# ---- csr_io_arbiter ----
File: src/rtl/csr_io_arbiter.sv
// Two-master arbiter for the CSR i/o port: J1 core (master 0) and UART debug/loader (master 1).
// Each request becomes exactly one io_rd/io_wr strobe cycle followed by a one-cycle ack.
module csr_io_arbiter #(
    parameter int PRIORITY_MODE = 0,
    parameter int LOCK_MAX      = 16
) (
    input  logic        clk,
    input  logic        rst,
    input  logic        m0_req,
    input  logic        m0_we,
    input  logic        m0_lock,
    input  logic [15:0] m0_addr,
    input  logic [15:0] m0_wdata,
    output logic        m0_ack,
    output logic [15:0] m0_rdata,
    input  logic        m1_req,
    input  logic        m1_we,
    input  logic        m1_lock,
    input  logic [15:0] m1_addr,
    input  logic [15:0] m1_wdata,
    output logic        m1_ack,
    output logic [15:0] m1_rdata,
    output logic        io_wr,
    output logic        io_rd,
    output logic [15:0] io_addr,
    output logic [15:0] io_dout,
    input  logic [15:0] io_din,
    output logic        gnt_id,
    output logic        busy
);
    typedef enum logic [1:0] {
        IDLE   = 2'd0,
        ACCESS = 2'd1,
        DONE   = 2'd2
    } state_t;

    localparam logic [7:0] LOCK_LIMIT = 8'(LOCK_MAX);

    state_t      state;
    logic        last_grant;
    logic        owned;
    logic [7:0]  lock_cnt;
    logic        lat_we;
    logic        lat_lock;

    logic        owner_lock;
    logic        hold;
    logic        elig0;
    logic        elig1;
    logic        grant_valid;
    logic        grant_sel;
    logic        sel_we;
    logic        sel_lock;
    logic [15:0] sel_addr;
    logic [15:0] sel_wdata;
    logic [7:0]  next_cnt;

    // The owner is always the last granted master, so gnt_id doubles as the owner index.
    always_comb begin
        owner_lock = gnt_id ? m1_lock : m0_lock;
        hold       = owned && owner_lock;
        elig0      = m0_req && !(hold && gnt_id);
        elig1      = m1_req && !(hold && !gnt_id);
        grant_valid = elig0 || elig1;
        if (elig0 && elig1) begin
            grant_sel = (PRIORITY_MODE != 0) ? 1'b0 : ~last_grant;
        end else begin
            grant_sel = elig1;
        end
        sel_we    = grant_sel ? m1_we    : m0_we;
        sel_lock  = grant_sel ? m1_lock  : m0_lock;
        sel_addr  = grant_sel ? m1_addr  : m0_addr;
        sel_wdata = grant_sel ? m1_wdata : m0_wdata;
        next_cnt  = lock_cnt + 8'd1;
    end

    // io_addr/io_dout are loaded on the grant edge, so they are stable for the whole ACCESS
    // cycle and simply hold their values afterwards.
    always_ff @(posedge clk or posedge rst) begin
        if (rst) begin
            state      <= IDLE;
            last_grant <= 1'b1;
            owned      <= 1'b0;
            lock_cnt   <= 8'd0;
            lat_we     <= 1'b0;
            lat_lock   <= 1'b0;
            gnt_id     <= 1'b0;
            busy       <= 1'b0;
            io_rd      <= 1'b0;
            io_wr      <= 1'b0;
            io_addr    <= 16'd0;
            io_dout    <= 16'd0;
            m0_ack     <= 1'b0;
            m1_ack     <= 1'b0;
            m0_rdata   <= 16'd0;
            m1_rdata   <= 16'd0;
        end else begin
            io_rd  <= 1'b0;
            io_wr  <= 1'b0;
            m0_ack <= 1'b0;
            m1_ack <= 1'b0;
            case (state)
                IDLE: begin
                    if (owned && !owner_lock) begin
                        owned    <= 1'b0;
                        lock_cnt <= 8'd0;
                    end
                    if (grant_valid) begin
                        gnt_id   <= grant_sel;
                        lat_we   <= sel_we;
                        lat_lock <= sel_lock;
                        io_addr  <= sel_addr;
                        io_dout  <= sel_wdata;
                        io_wr    <= sel_we;
                        io_rd    <= !sel_we;
                        busy     <= 1'b1;
                        state    <= ACCESS;
                    end
                end
                ACCESS: begin
                    if (!lat_we) begin
                        if (gnt_id) begin
                            m1_rdata <= io_din;
                        end else begin
                            m0_rdata <= io_din;
                        end
                    end
                    if (gnt_id) begin
                        m1_ack <= 1'b1;
                    end else begin
                        m0_ack <= 1'b1;
                    end
                    state <= DONE;
                end
                DONE: begin
                    busy       <= 1'b0;
                    last_grant <= gnt_id;
                    // Reaching LOCK_MAX releases ownership; last_grant then hands the tie to the other master.
                    if (lat_lock && (next_cnt != LOCK_LIMIT)) begin
                        owned    <= 1'b1;
                        lock_cnt <= next_cnt;
                    end else begin
                        owned    <= 1'b0;
                        lock_cnt <= 8'd0;
                    end
                    state <= IDLE;
                end
                default: begin
                    state <= IDLE;
                end
            endcase
        end
    end

endmodule

File: config.mk
export PLATFORM = sky130hd
export DESIGN_NAME = csr_io_arbiter
export DESIGN_NICKNAME = d
export VERILOG_FILES = /design/src/rtl/csr_io_arbiter.sv
export SDC_FILE = /design/constraint.sdc
export NUM_CORES = 1
export LEC_CHECK = 0
export ABC_AREA = 1
export CORE_MARGIN = 2
export CORE_UTILIZATION = 43
export DETAILED_ROUTE_END_ITERATION = 8
export PLACE_DENSITY = 0.81
export SLEW_MARGIN = 20
export SYNTH_ARGS = -nofsm -noshare
export SYNTH_HDL_FRONTEND = slang
export SYNTH_SLANG_ARGS = --single-unit
File: constraint.sdc
create_clock -name clk -period 2.68 [get_ports clk]
set_input_delay 0.268 -clock clk [delete_from_list [all_inputs] [get_ports clk]]
set_output_delay 0.268 -clock clk [all_outputs]
set_load 0.02 [all_outputs]
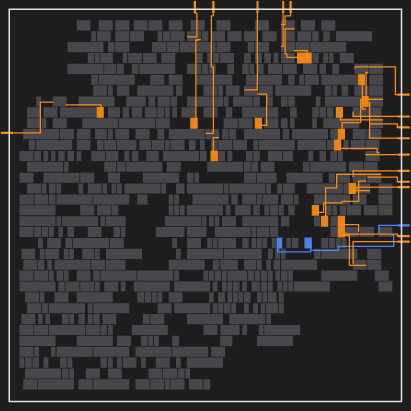
**Above:** csr_io_arbiter (wires at chosen ports, followed through buffers).
Scale: 4 px per um.
port	color	direction	edge	end cells	buffers	wire
m1_addr	orange	input	10 right, 5 top, 1 left	16	16	425 um
m0_lock	blue	input	right	2	1	44.6 um
I/O Buffers: 157
Top Ports: 158

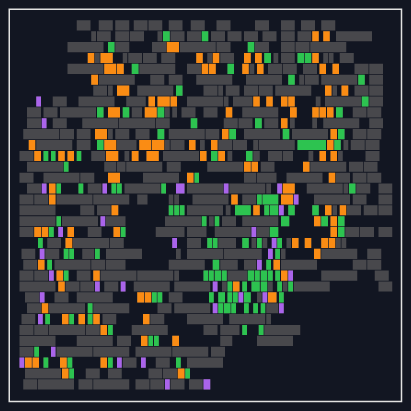
**Above:** csr_io_arbiter (logic cells by family).
Scale: 4 px per um.
family	color	cells	most used
NAND gates	green	118	nand2_1
inverting AOI/OAI gates	orange	109	a21oi_1
inverters	purple	34	inv_1

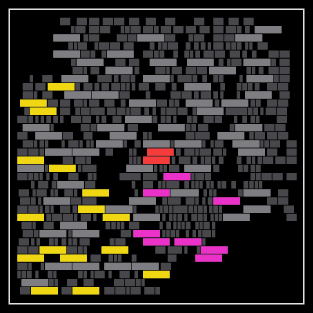
**Above:** csr_io_arbiter (sequential cells grouped by signal name).
Scale: 3 px per um. Other sequential cells in the stronger gray, the rest of the logic in the fainter gray.
signal	color	flops
m0_rdata	yellow	16
state	red	2
lock_cnt	magenta	8
not colored	58
Final Core Density: 0.6414
Seq group: 0.00219 W

## layout make-up
class / instances / area (um2) / share of cell area
timing repair buffer: 160 / 1607 / 0.2900
tap: 108 / 135.1 / 0.02440
clock buffer: 9 / 123.9 / 0.02236
clock inverter: 7 / 56.30 / 0.01016
inverter: 34 / 131.4 / 0.02372
multi-input combinational: 281 / 1383 / 0.2496
sequential: 84 / 2103 / 0.3797
## where the power goes
part	total [W]	switching [W]	internal, W	leakage [nW]
clock	0.000835	0.000485	0.000350	0.0910
sequential	0.00219	0.000338	0.00185	1.01
combinational	0.00323	0.00182	0.00141	1.32
==> results.cfg <==
; yosys + openroad results
[clock_tree]
post_cts_buffers = 0

[drt]
drt-met1-wl_um = 4117
viasPerCell = 5.164

[floorplanning]
dieArea_um2 = 9541
fp.dieH_um = 97.68

[power]
finalPower_w = 0.006255

[layout]
layout_top_cell = clkdlybuf4s50_1
fillers = 716
fin_cells = 683

[final_timing]
rsz0062_at_grt = no
fin_skew_ns = 0.01432

[setup_path]
reg2reg_from = gnt_id
path_depth = 8

[global_routing]
grt_pass1_wl_um = 17420

[synthesis]
floorplan.nets = 511
ys_seq_frac = 0.5574
synthMuxAreaShare = 0

[run_status]
status = complete, no violations

# ---- csa_frame_accumulator ----
**csa_frame_accumulator: wires at chosen ports, followed through buffers**

Scale: 8 px per um.
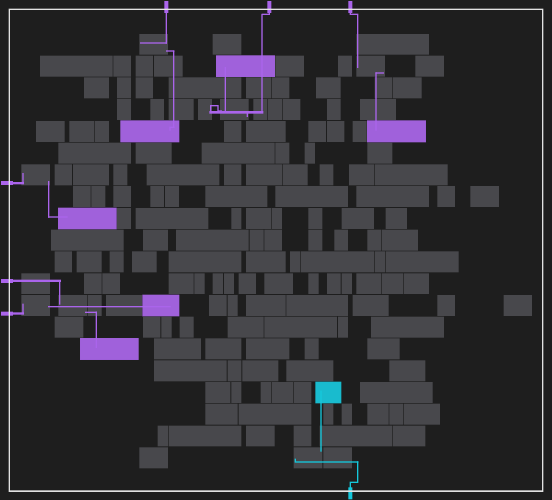
**csa_frame_accumulator: signal wires by layer**

Scale: 6 px per um.
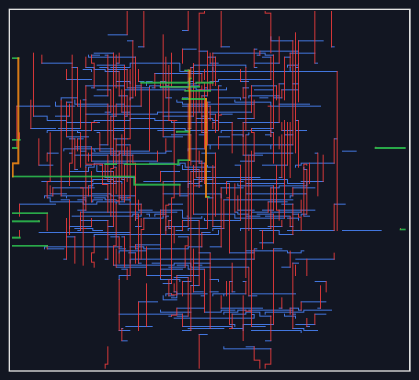
`src/rtl/csa_frame_accumulator.sv`:
```
// Frame accumulator for the 4-operand CSA result stream: sums N samples in
// carry-save form, resolves the pair iteratively, then offers the total.
module csa_frame_accumulator #(
    parameter int IN_W  = 6,
    parameter int N     = 8,
    parameter int ACC_W = 9
) (
    input  logic             clk,
    input  logic             rst,
    input  logic             in_valid,
    output logic             in_ready,
    input  logic [IN_W-1:0]  in_data,
    output logic             out_valid,
    input  logic             out_ready,
    output logic [ACC_W-1:0] out_data
);

    localparam int CNT_W = $clog2(N);

    typedef enum logic [1:0] {
        ST_ACCUM,
        ST_RESOLVE,
        ST_OUTPUT
    } state_t;

    state_t           state, state_nxt;
    logic [ACC_W-1:0] s_q, c_q, s_nxt, c_nxt, x;
    logic [CNT_W-1:0] cnt_q, cnt_nxt;

    always_comb begin
        state_nxt = state;
        s_nxt     = s_q;
        c_nxt     = c_q;
        cnt_nxt   = cnt_q;
        in_ready  = 1'b0;
        out_valid = 1'b0;
        out_data  = '0;
        x         = '0;
        x[IN_W-1:0] = in_data;

        case (state)
            ST_ACCUM: begin
                in_ready = 1'b1;
                if (in_valid) begin
                    // 3:2 compression of {S, C, x}; no carry chain per sample
                    s_nxt = s_q ^ c_q ^ x;
                    c_nxt = ((s_q & c_q) | (s_q & x) | (c_q & x)) << 1;
                    if (cnt_q == CNT_W'(N - 1)) begin
                        cnt_nxt   = '0;
                        state_nxt = ST_RESOLVE;
                    end else begin
                        cnt_nxt = cnt_q + 1'b1;
                    end
                end
            end
            ST_RESOLVE: begin
                // S + C is preserved each step; ends once no carries remain
                if (c_q == '0) begin
                    state_nxt = ST_OUTPUT;
                end else begin
                    s_nxt = s_q ^ c_q;
                    c_nxt = (s_q & c_q) << 1;
                end
            end
            ST_OUTPUT: begin
                out_valid = 1'b1;
                out_data  = s_q;
                if (out_ready) begin
                    s_nxt     = '0;
                    c_nxt     = '0;
                    state_nxt = ST_ACCUM;
                end
            end
            default: state_nxt = ST_ACCUM;
        endcase
    end

    always_ff @(posedge clk or posedge rst) begin
        if (rst) begin
            state <= ST_ACCUM;
            s_q   <= '0;
            c_q   <= '0;
            cnt_q <= '0;
        end else begin
            state <= state_nxt;
            s_q   <= s_nxt;
            c_q   <= c_nxt;
            cnt_q <= cnt_nxt;
        end
    end

endmodule

```
`config.mk`:
```
export PLATFORM = sky130hd
export DESIGN_NAME = csa_frame_accumulator
export DESIGN_NICKNAME = d
export VERILOG_FILES = /design/src/rtl/csa_frame_accumulator.sv
export SDC_FILE = /design/constraint.sdc
export NUM_CORES = 1
export LEC_CHECK = 0
export CAP_MARGIN = 5
export CORE_ASPECT_RATIO = 0.9
export CORE_UTILIZATION = 40
export DETAILED_ROUTE_END_ITERATION = 10
export GPL_TIMING_DRIVEN = 0
export HOLD_SLACK_MARGIN = 0.06
export PLACE_DENSITY = 0.72
export RECOVER_POWER = 25
export SLEW_MARGIN = 40
export SYNTH_ARGS = -nofsm -noshare
export SYNTH_HDL_FRONTEND = slang
export SYNTH_SLANG_ARGS = --single-unit
```
`constraint.sdc`:
```
create_clock -name clk -period 2.25 [get_ports clk]
set_input_delay 0.225 -clock clk [delete_from_list [all_inputs] [get_ports clk]]
set_output_delay 0.225 -clock clk [all_outputs]
set_load 0.005 [all_outputs]
```
==> results.cfg <==
; yosys + openroad results
[global_routing]
grt_usage = 0.1757
grt_start_max_net_pins = 23
antenna_found_initial = 0

[setup_path]
r2r_slack_ns = 0.40
rr_worst_depth = 7
critPathBufInv = 2
path_depth = 4
cp-end-kind = primary output
crit_chain = inv_1 > ha_2 > and2_1 > clkdlybuf4s50_1
slowest_delay_ns = 0.49

[power]
powerDensity_nw_per_um2 = 1482

[floorplanning]
fp_util = 0.4306

[layout]
lay_top_cells = 22 x dfrtp_1, 21 x a21oi_1, 19 x clkdlybuf4s50_1
area_delta_synth_final_pct = 19.97

[drt]
wl_per_cell_um = 14.62

[final_timing]
timing.fmax_mhz = 496.8

[synthesis]
ys_seq_frac = 0.3676
synth.top_cell.area_share = 0.3676

[run_status]
status = complete, no violations

[clock_tree]
clkTransAtPathRegs_ns = 0.08
Notes on 'wires at chosen ports, followed through buffers' of csa_frame_accumulator above:
port	color	direction	edge	end cells	buffers	wire
in_data	purple	input	3 left, 3 top	6	6	107 um
out_ready	cyan	input	bottom	1	1	19.8 um

Notes on 'signal wires by layer' of csa_frame_accumulator above:
layer	color	wire length
met3	green	97.0 um
met1	blue	1430 um
met4	orange	51.9 um
met2	red	1480 um

[per-layer routing]
layer,global-route usage,vias to the layer above,wire (um),share of wire
met2,0.3047,25,1477,0.48
met5,0,-,0,0
met3,0.02481,7,97,0.032
met1,0.2222,567,1429,0.47
li1,-,540,-,-
met4,0.06687,0,51,0.017
[registers in the layout (all words and copies together) (netlist names)]
| name | count |
|---|---|
| s_q | 9 |
| c_q | 8 |
| state | 2 |
| cnt_q | 3 |

# ---- add_arbiter ----
**add_arbiter: signal wires by layer**

Scale: 3 px per um.
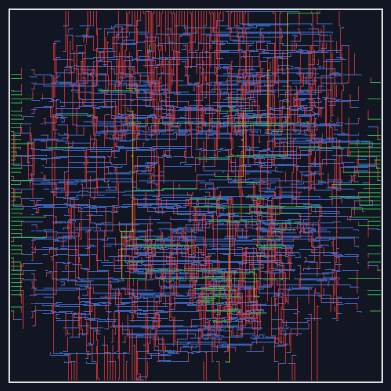
**add_arbiter: wires at chosen ports, followed through buffers**

Scale: 4 px per um.
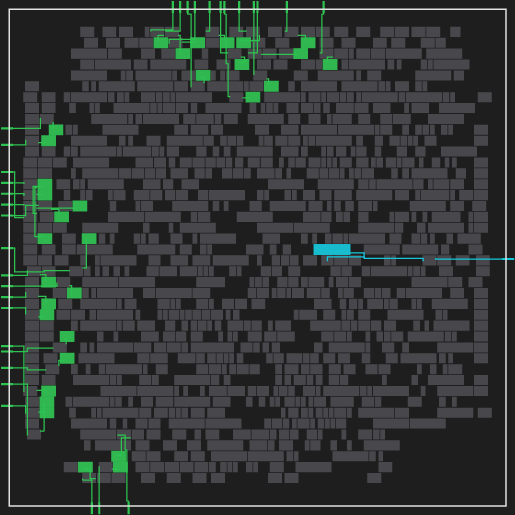
[src/rtl/add_arbiter.sv]
// add_arbiter: two-requester round-robin arbiter time-sharing one carry-select add/sub unit.
// Each operation walks IDLE -> EXEC -> DONE and is held in DONE until the consumer takes it.
module add_arbiter #(
  parameter logic RR_INIT = 1'b0
) (
  input  logic        clock,
  input  logic        reset_n,
  input  logic [1:0]  req_valid,
  output logic [1:0]  req_ready,
  input  logic [31:0] req_a0,
  input  logic [31:0] req_b0,
  input  logic        req_sub0,
  input  logic [31:0] req_a1,
  input  logic [31:0] req_b1,
  input  logic        req_sub1,
  output logic        res_valid,
  input  logic        res_ready,
  output logic        res_id,
  output logic [31:0] res_out,
  output logic        res_co,
  output logic        res_ovf,
  output logic        busy
);
  typedef enum logic [1:0] {IDLE, EXEC, DONE} state_t;
  state_t state, state_nx;
  logic rr_ptr, grant, accept, op_sub, op_id, co, ovf;
  logic [31:0] op_a, op_b, sum;
  assign grant = &req_valid ? rr_ptr : req_valid[1];
  assign req_ready = (reset_n && state == IDLE && |req_valid) ? (grant ? 2'b10 : 2'b01) : 2'b00;
  assign accept = |req_ready;
  assign res_valid = state == DONE;
  assign busy = state != IDLE;
  // Subtraction is a + ~b + 1, so the adder only ever sees registered operands.
  csel_adder u_add (
    .a   (op_a),
    .b   (op_sub ? ~op_b : op_b),
    .ci  (op_sub),
    .out (sum),
    .co  (co),
    .ovf (ovf)
  );
  always_comb begin
    state_nx = state == IDLE ? (accept ? EXEC : IDLE) :
               state == EXEC ? DONE :
               state == DONE ? (res_ready ? IDLE : DONE) : IDLE;
  end
  always_ff @(posedge clock or negedge reset_n) begin
    if (!reset_n) state <= IDLE;
    else state <= state_nx;
  end
  always_ff @(posedge clock or negedge reset_n) begin
    if (!reset_n) begin
      rr_ptr  <= RR_INIT;
      op_a    <= '0;
      op_b    <= '0;
      op_sub  <= 1'b0;
      op_id   <= 1'b0;
      res_id  <= 1'b0;
      res_out <= '0;
      res_co  <= 1'b0;
      res_ovf <= 1'b0;
    end else begin
      if (accept) begin
        op_a   <= grant ? req_a1 : req_a0;
        op_b   <= grant ? req_b1 : req_b0;
        op_sub <= grant ? req_sub1 : req_sub0;
        op_id  <= grant;
      end
      if (state == EXEC) begin
        res_out <= sum;
        res_co  <= co;
        res_ovf <= ovf;
        res_id  <= op_id;
      end
      if (state == DONE && res_ready) rr_ptr <= ~res_id;
    end
  end
endmodule

// csel_adder: 32-bit carry-select adder; upper half precomputed for both carries.
module csel_adder (
  input  logic [31:0] a,
  input  logic [31:0] b,
  input  logic        ci,
  output logic [31:0] out,
  output logic        co,
  output logic        ovf
);
  logic [16:0] lo, hi0, hi1;
  assign lo  = {1'b0, a[15:0]} + {1'b0, b[15:0]} + {16'b0, ci};
  assign hi0 = {1'b0, a[31:16]} + {1'b0, b[31:16]};
  assign hi1 = {1'b0, a[31:16]} + {1'b0, b[31:16]} + 17'd1;
  assign {co, out[31:16]} = lo[16] ? hi1 : hi0;
  assign out[15:0] = lo[15:0];
  assign ovf = (a[31] == b[31]) && (out[31] != a[31]);
endmodule
[config.mk]
export PLATFORM = sky130hd
export DESIGN_NAME = add_arbiter
export DESIGN_NICKNAME = d
export VERILOG_FILES = /design/src/rtl/add_arbiter.sv
export SDC_FILE = /design/constraint.sdc
export NUM_CORES = 1
export LEC_CHECK = 0
export CAP_MARGIN = 5
export CORE_MARGIN = 3
export CORE_UTILIZATION = 50
export CTS_CLUSTER_DIAMETER = 120
export DETAILED_ROUTE_END_ITERATION = 10
export PLACE_DENSITY = 0.79
export SYNTH_ARGS = -nofsm -noshare
export SYNTH_HDL_FRONTEND = slang
export SYNTH_SLANG_ARGS = --single-unit
[constraint.sdc]
create_clock -name clock -period 4.1 [get_ports clock]
set_input_delay 0.82 -clock clock [delete_from_list [all_inputs] [get_ports clock]]
set_output_delay 0.82 -clock clock [all_outputs]
set_load 0.05 [all_outputs]
==> results.cfg <==
; yosys + openroad results
[min_path]
hold_class = input pin to asynchronous set/reset pin

[synthesis]
synth_cell_types = 68
ys_area_um2 = 6938
numSynthFlops = 104
synth.top_cell.area_share = 0.3751

[placement]
hpwl_um = 13170
place_congestion = 0.9429

[job]
drv_cap = 0

[layout]
fin_nets = 1094
mi_logic_area_um2 = 4093
signal_buffers = 180

[global_routing]
grt_pass1_wl_um = 26940

[final_timing]
finalSetupViolCount = 0
timing.fmax_mhz = 273.9
setup_tns_ns = 0

[clock_tree]
cts_inserted_buffers = 9
cts_buffer_depth = 2

[floorplanning]
row_count = 42

[drt]
wl_per_cell_um = 15.30

[setup_path]
cp_top_family = AND-OR/OR-AND gates
critPathMostFrequentCell = o21ai_0

[run_status]
status = complete, no violations
About 'signal wires by layer' of add_arbiter:
layer	color	wire length
met3	green	1030 um
met4	orange	204 um
met2	red	7360 um
met1	blue	8310 um

About 'wires at chosen ports, followed through buffers' of add_arbiter:
port	color	direction	edge	end cells	buffers	wire
req_b0	green	input	17 left, 12 top, 3 bottom	32	32	473 um
res_ovf	cyan	output	right	1	1	48.1 um

==> routing by layer <==
layer	global-route usage	share of wire	up-vias
met3	0.02089	0.061	17
li1	-	-	3057
met2	0.3244	0.44	205
met5	0	0	-
met4	0.05952	0.012	0
met1	0.3445	0.49	2701
==> through the flow <==
| stage | utilization |
|---|---|
| finish | 0.6813 |
| global route | 0.6813 |
| CTS | 0.6813 |
| detailed placement | 0.6582 |
| global placement | 0.6582 |
| floorplan | - |

# ---- bnn_host_ctrl ----
**bnn_host_ctrl: wires at chosen ports, followed through buffers**

Scale: 1 px per um.
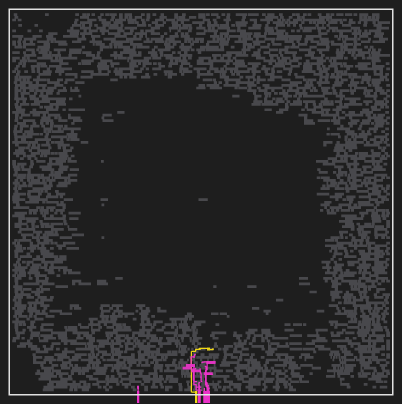
**bnn_host_ctrl: clock routing**

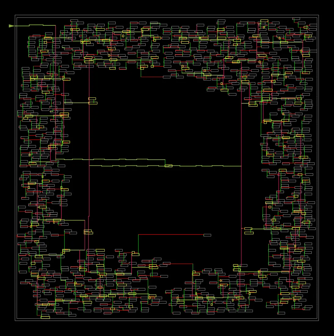
$ cat config.mk
export PLATFORM = sky130hd
export DESIGN_NAME = bnn_host_ctrl
export DESIGN_NICKNAME = d
export VERILOG_FILES = /design/src/rtl/bnn_pkg.sv /design/src/rtl/img_byte_assembler.sv /design/src/rtl/bnn_host_ctrl.sv
export SDC_FILE = /design/constraint.sdc
export NUM_CORES = 1
export LEC_CHECK = 0
export CORE_AREA = 2 2 380 382
export DETAILED_ROUTE_END_ITERATION = 7
export DIE_AREA = 0 0 382 384
export PLACE_DENSITY = 0.55
export SYNTH_ARGS = -nofsm -noshare
export SYNTH_HDL_FRONTEND = slang
export SYNTH_HIERARCHICAL = 1
export SYNTH_SLANG_ARGS = --single-unit
$ cat constraint.sdc
create_clock -name clk -period 3.8 [get_ports clk]
set_clock_uncertainty 0.2 [all_clocks]
set_input_delay 0.76 -clock clk [delete_from_list [all_inputs] [get_ports clk]]
set_output_delay 0.76 -clock clk [all_outputs]
set_load 0.05 [all_outputs]
$ cat src/rtl/bnn_pkg.sv
// Shared constants, state encoding and debug view for the host side of the BNN link.
package bnn_pkg;

    localparam int IMG_BITS       = 904;
    localparam int IMG_BYTES      = IMG_BITS / 8;
    localparam int ENABLE_HOLD    = 4;
    localparam int RESULT_TIMEOUT = 4096;

    localparam int CNT_W  = 7;
    localparam int HOLD_W = 3;
    localparam int WAIT_W = $clog2(RESULT_TIMEOUT);

    localparam logic [7:0]        TIMEOUT_BYTE = 8'hEE;
    localparam logic [CNT_W-1:0]  LAST_BYTE    = CNT_W'(IMG_BYTES - 1);
    localparam logic [HOLD_W-1:0] HOLD_LAST    = HOLD_W'(ENABLE_HOLD - 1);
    localparam logic [WAIT_W-1:0] WAIT_LAST    = WAIT_W'(RESULT_TIMEOUT - 1);

    typedef enum logic [2:0] {
        LOAD  = 3'd0,
        FULL  = 3'd1,
        WAIT  = 3'd2,
        SEND  = 3'd3,
        CLEAR = 3'd4
    } host_state_t;

    typedef struct packed {
        host_state_t       state;
        logic [CNT_W-1:0]  byte_cnt;
        logic [HOLD_W-1:0] hold_cnt;
        logic [WAIT_W-1:0] wait_cnt;
    } host_dbg_t;

    // The digit travels in the low nibble; values above 9 are not filtered.
    function automatic logic [7:0] result_byte(input logic [3:0] digit);
        return {4'h0, digit};
    endfunction

endpackage

$ cat src/rtl/img_byte_assembler.sv
// Byte-serial image assembler: shifts bytes in MSB-first and flags the final byte of an image.
module img_byte_assembler
    import bnn_pkg::*;
(
    input  logic                clk,
    input  logic                rst_n,
    input  logic                clear,
    input  logic                load,
    input  logic                freeze,
    input  logic [7:0]          byte_in,
    output logic [IMG_BITS-1:0] img,
    output logic [CNT_W-1:0]    count,
    output logic                done
);

    logic take;

    assign take = load & ~freeze & ~clear;
    assign done = take & (count == LAST_BYTE);

    // IMG_BITS is an exact multiple of 8, so after IMG_BYTES shifts the first byte sits at the top.
    always_ff @(posedge clk or negedge rst_n) begin
        if (!rst_n) begin
            img   <= '0;
            count <= '0;
        end else if (clear) begin
            img   <= '0;
            count <= '0;
        end else if (take) begin
            img   <= {img[IMG_BITS-9:0], byte_in};
            count <= done ? '0 : count + CNT_W'(1);
        end
    end

endmodule

$ cat src/rtl/bnn_host_ctrl.sv
// Host controller: gathers an image from the byte link, starts the BNN, returns the digit and re-arms.
module bnn_host_ctrl
    import bnn_pkg::*;
(
    input  logic                clk,
    input  logic                rst_n,
    input  logic [7:0]          rx_byte,
    input  logic                rx_valid,
    output logic                rx_ready,
    input  logic                soft_clear,
    output logic [IMG_BITS-1:0] img_out,
    output logic                img_buffer_full,
    output logic                bnn_enable,
    output logic                bnn_clear,
    input  logic [3:0]          result_in,
    input  logic                result_ready_in,
    output logic [7:0]          tx_byte,
    output logic                tx_valid,
    input  logic                tx_ready,
    output logic                busy,
    output logic                timeout_err,
    output host_dbg_t           dbg
);

    // rx and tx are valid/ready links: a transfer occurs on a clock edge where both are high,
    // and the source keeps its data stable from raising valid until that edge.

    host_state_t       state, next_state;
    logic [HOLD_W-1:0] hold_cnt;
    logic [WAIT_W-1:0] wait_cnt;
    logic [CNT_W-1:0]  byte_cnt;
    logic [7:0]        tx_reg;
    logic              timeout_q;
    logic              accept;
    logic              img_done;
    logic              result_hit;
    logic              timeout_hit;

    assign accept = rx_valid & rx_ready;

    img_byte_assembler u_asm (
        .clk     (clk),
        .rst_n   (rst_n),
        .clear   (soft_clear),
        .load    (accept),
        .freeze  (state != LOAD),
        .byte_in (rx_byte),
        .img     (img_out),
        .count   (byte_cnt),
        .done    (img_done)
    );

    // A result level still high from the previous image is ignored on the first WAIT cycle.
    assign result_hit  = (state == WAIT) && result_ready_in && (wait_cnt != '0);
    assign timeout_hit = (state == WAIT) && !result_hit && (wait_cnt == WAIT_LAST);

    always_ff @(posedge clk or negedge rst_n) begin
        if (!rst_n) begin
            state <= LOAD;
        end else begin
            state <= next_state;
        end
    end

    always_comb begin
        next_state = state;
        if (soft_clear) begin
            next_state = CLEAR;
        end else begin
            case (state)
                LOAD:    if (img_done)              next_state = FULL;
                FULL:    if (hold_cnt == HOLD_LAST) next_state = WAIT;
                WAIT:    if (result_hit || timeout_hit) next_state = SEND;
                SEND:    if (tx_ready)              next_state = CLEAR;
                CLEAR:                              next_state = LOAD;
                default:                            next_state = LOAD;
            endcase
        end
    end

    // rx_ready is qualified by rst_n so every output reads 0 while reset is held.
    always_comb begin
        rx_ready        = 1'b0;
        img_buffer_full = 1'b0;
        bnn_enable      = 1'b0;
        bnn_clear       = 1'b0;
        tx_valid        = 1'b0;
        busy            = 1'b1;
        case (state)
            LOAD: begin
                rx_ready = rst_n & ~soft_clear;
                busy     = 1'b0;
            end
            FULL: begin
                img_buffer_full = 1'b1;
                bnn_enable      = 1'b1;
            end
            SEND:    tx_valid  = 1'b1;
            CLEAR:   bnn_clear = 1'b1;
            default: ;
        endcase
    end

    always_ff @(posedge clk or negedge rst_n) begin
        if (!rst_n) begin
            hold_cnt <= '0;
            wait_cnt <= '0;
        end else begin
            hold_cnt <= (state == FULL && next_state == FULL) ? hold_cnt + HOLD_W'(1) : '0;
            wait_cnt <= (state == WAIT && next_state == WAIT) ? wait_cnt + WAIT_W'(1) : '0;
        end
    end

    // When a result and the timeout coincide, result_hit masks timeout_hit, so no error is flagged.
    always_ff @(posedge clk or negedge rst_n) begin
        if (!rst_n) begin
            tx_reg    <= '0;
            timeout_q <= 1'b0;
        end else if (soft_clear) begin
            timeout_q <= 1'b0;
        end else if (result_hit) begin
            tx_reg <= result_byte(result_in);
        end else if (timeout_hit) begin
            tx_reg    <= TIMEOUT_BYTE;
            timeout_q <= 1'b1;
        end
    end

    assign tx_byte     = tx_reg;
    assign timeout_err = timeout_q;

    assign dbg.state    = state;
    assign dbg.byte_cnt = byte_cnt;
    assign dbg.hold_cnt = hold_cnt;
    assign dbg.wait_cnt = wait_cnt;

endmodule
==> results.cfg <==
; yosys + openroad results
[run_status]
status = complete, no violations

[setup_path]
cp_top_family = buffers and inverters
crit_arrival_ns = 2.57

[placement]
hpwl_um = 87810

[final_timing]
finalSetupViolCount = 0
tightest_slew_ns = 0.9373

[global_routing]
grt_pass1_wl_um = 177100
antenna_found_initial = 3
grt_start_max_net_pins = 154

[synthesis]
floorplan.nets = 2219
yosysMostFrequentCell = dfrtp_1
common_cells = 935 x dfrtp_1, 907 x a22o_1, 96 x buf_2
ys_seq_frac = 0.6991

[drt]
first_iter_violations = 1802

[clock_tree]
cts_tree = done

[floorplanning]
fp_util = 0.2344

[layout]
dominant_cells = registers
signal_buffers = 1031
About 'wires at chosen ports, followed through buffers' of bnn_host_ctrl:
port	color	direction	edge	end cells	buffers	wire
tx_byte	magenta	output	bottom	6	7	227 um
rx_ready	yellow	output	bottom	1	1	73.8 um

About 'clock routing' of bnn_host_ctrl:
clkbuf count: 134
insertion delay at the late pin of the worst-skew pair: 0.70 ns
cts bufs inserted: 102
clk sink count: 935

==> cells by family after synthesis <==
group / synth area share
DFF: 0.6991
AOI/OAI and AO/OA: 0.2426
buffers and inverters: 0.03884
and+or+nand+nor: 0.01335
xor gates and xnor gates: 0.003140
adders and majority gates: 0.002243
muxes: 0.0006729
other: 0.0001120
==> layer usage <==
metal / routed length (um) / vias to the layer above / global-route usage
met2: 58270 / 985 / 0.2547
met3: 8912 / 149 / 0.04394
li1: - / 10380 / -
met5: 0 / - / 0
met4: 3055 / 0 / 0.05001
met1: 51510 / 12610 / 0.2116


==> screenshots <==
Sequential cells grouped by signal name.
picture 1
Scale: 1 px per um. Other sequential cells in the stronger gray, the rest of the logic in the fainter gray.
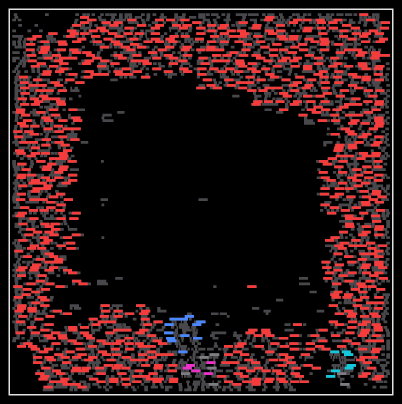
picture 2
Scale: 2 px per um. Other sequential cells in the stronger gray, the rest of the logic in the fainter gray.
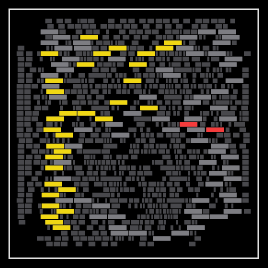
picture 3
Scale: 4 px per um. Other cells in gray.
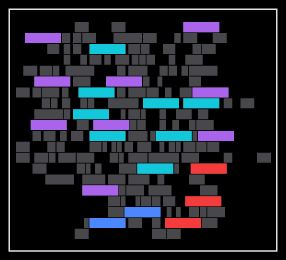
csa_frame_accumulator is picture 3.
bnn_host_ctrl is picture 1.
add_arbiter is picture 2.
Of these, most cells: picture 1

Key to picture 3:
signal	color	flops
s_q	purple	9
c_q	cyan	8
cnt_q	red	3
state	blue	2

Power figures rest on the tool's default switching activity, not on a simulated workload.
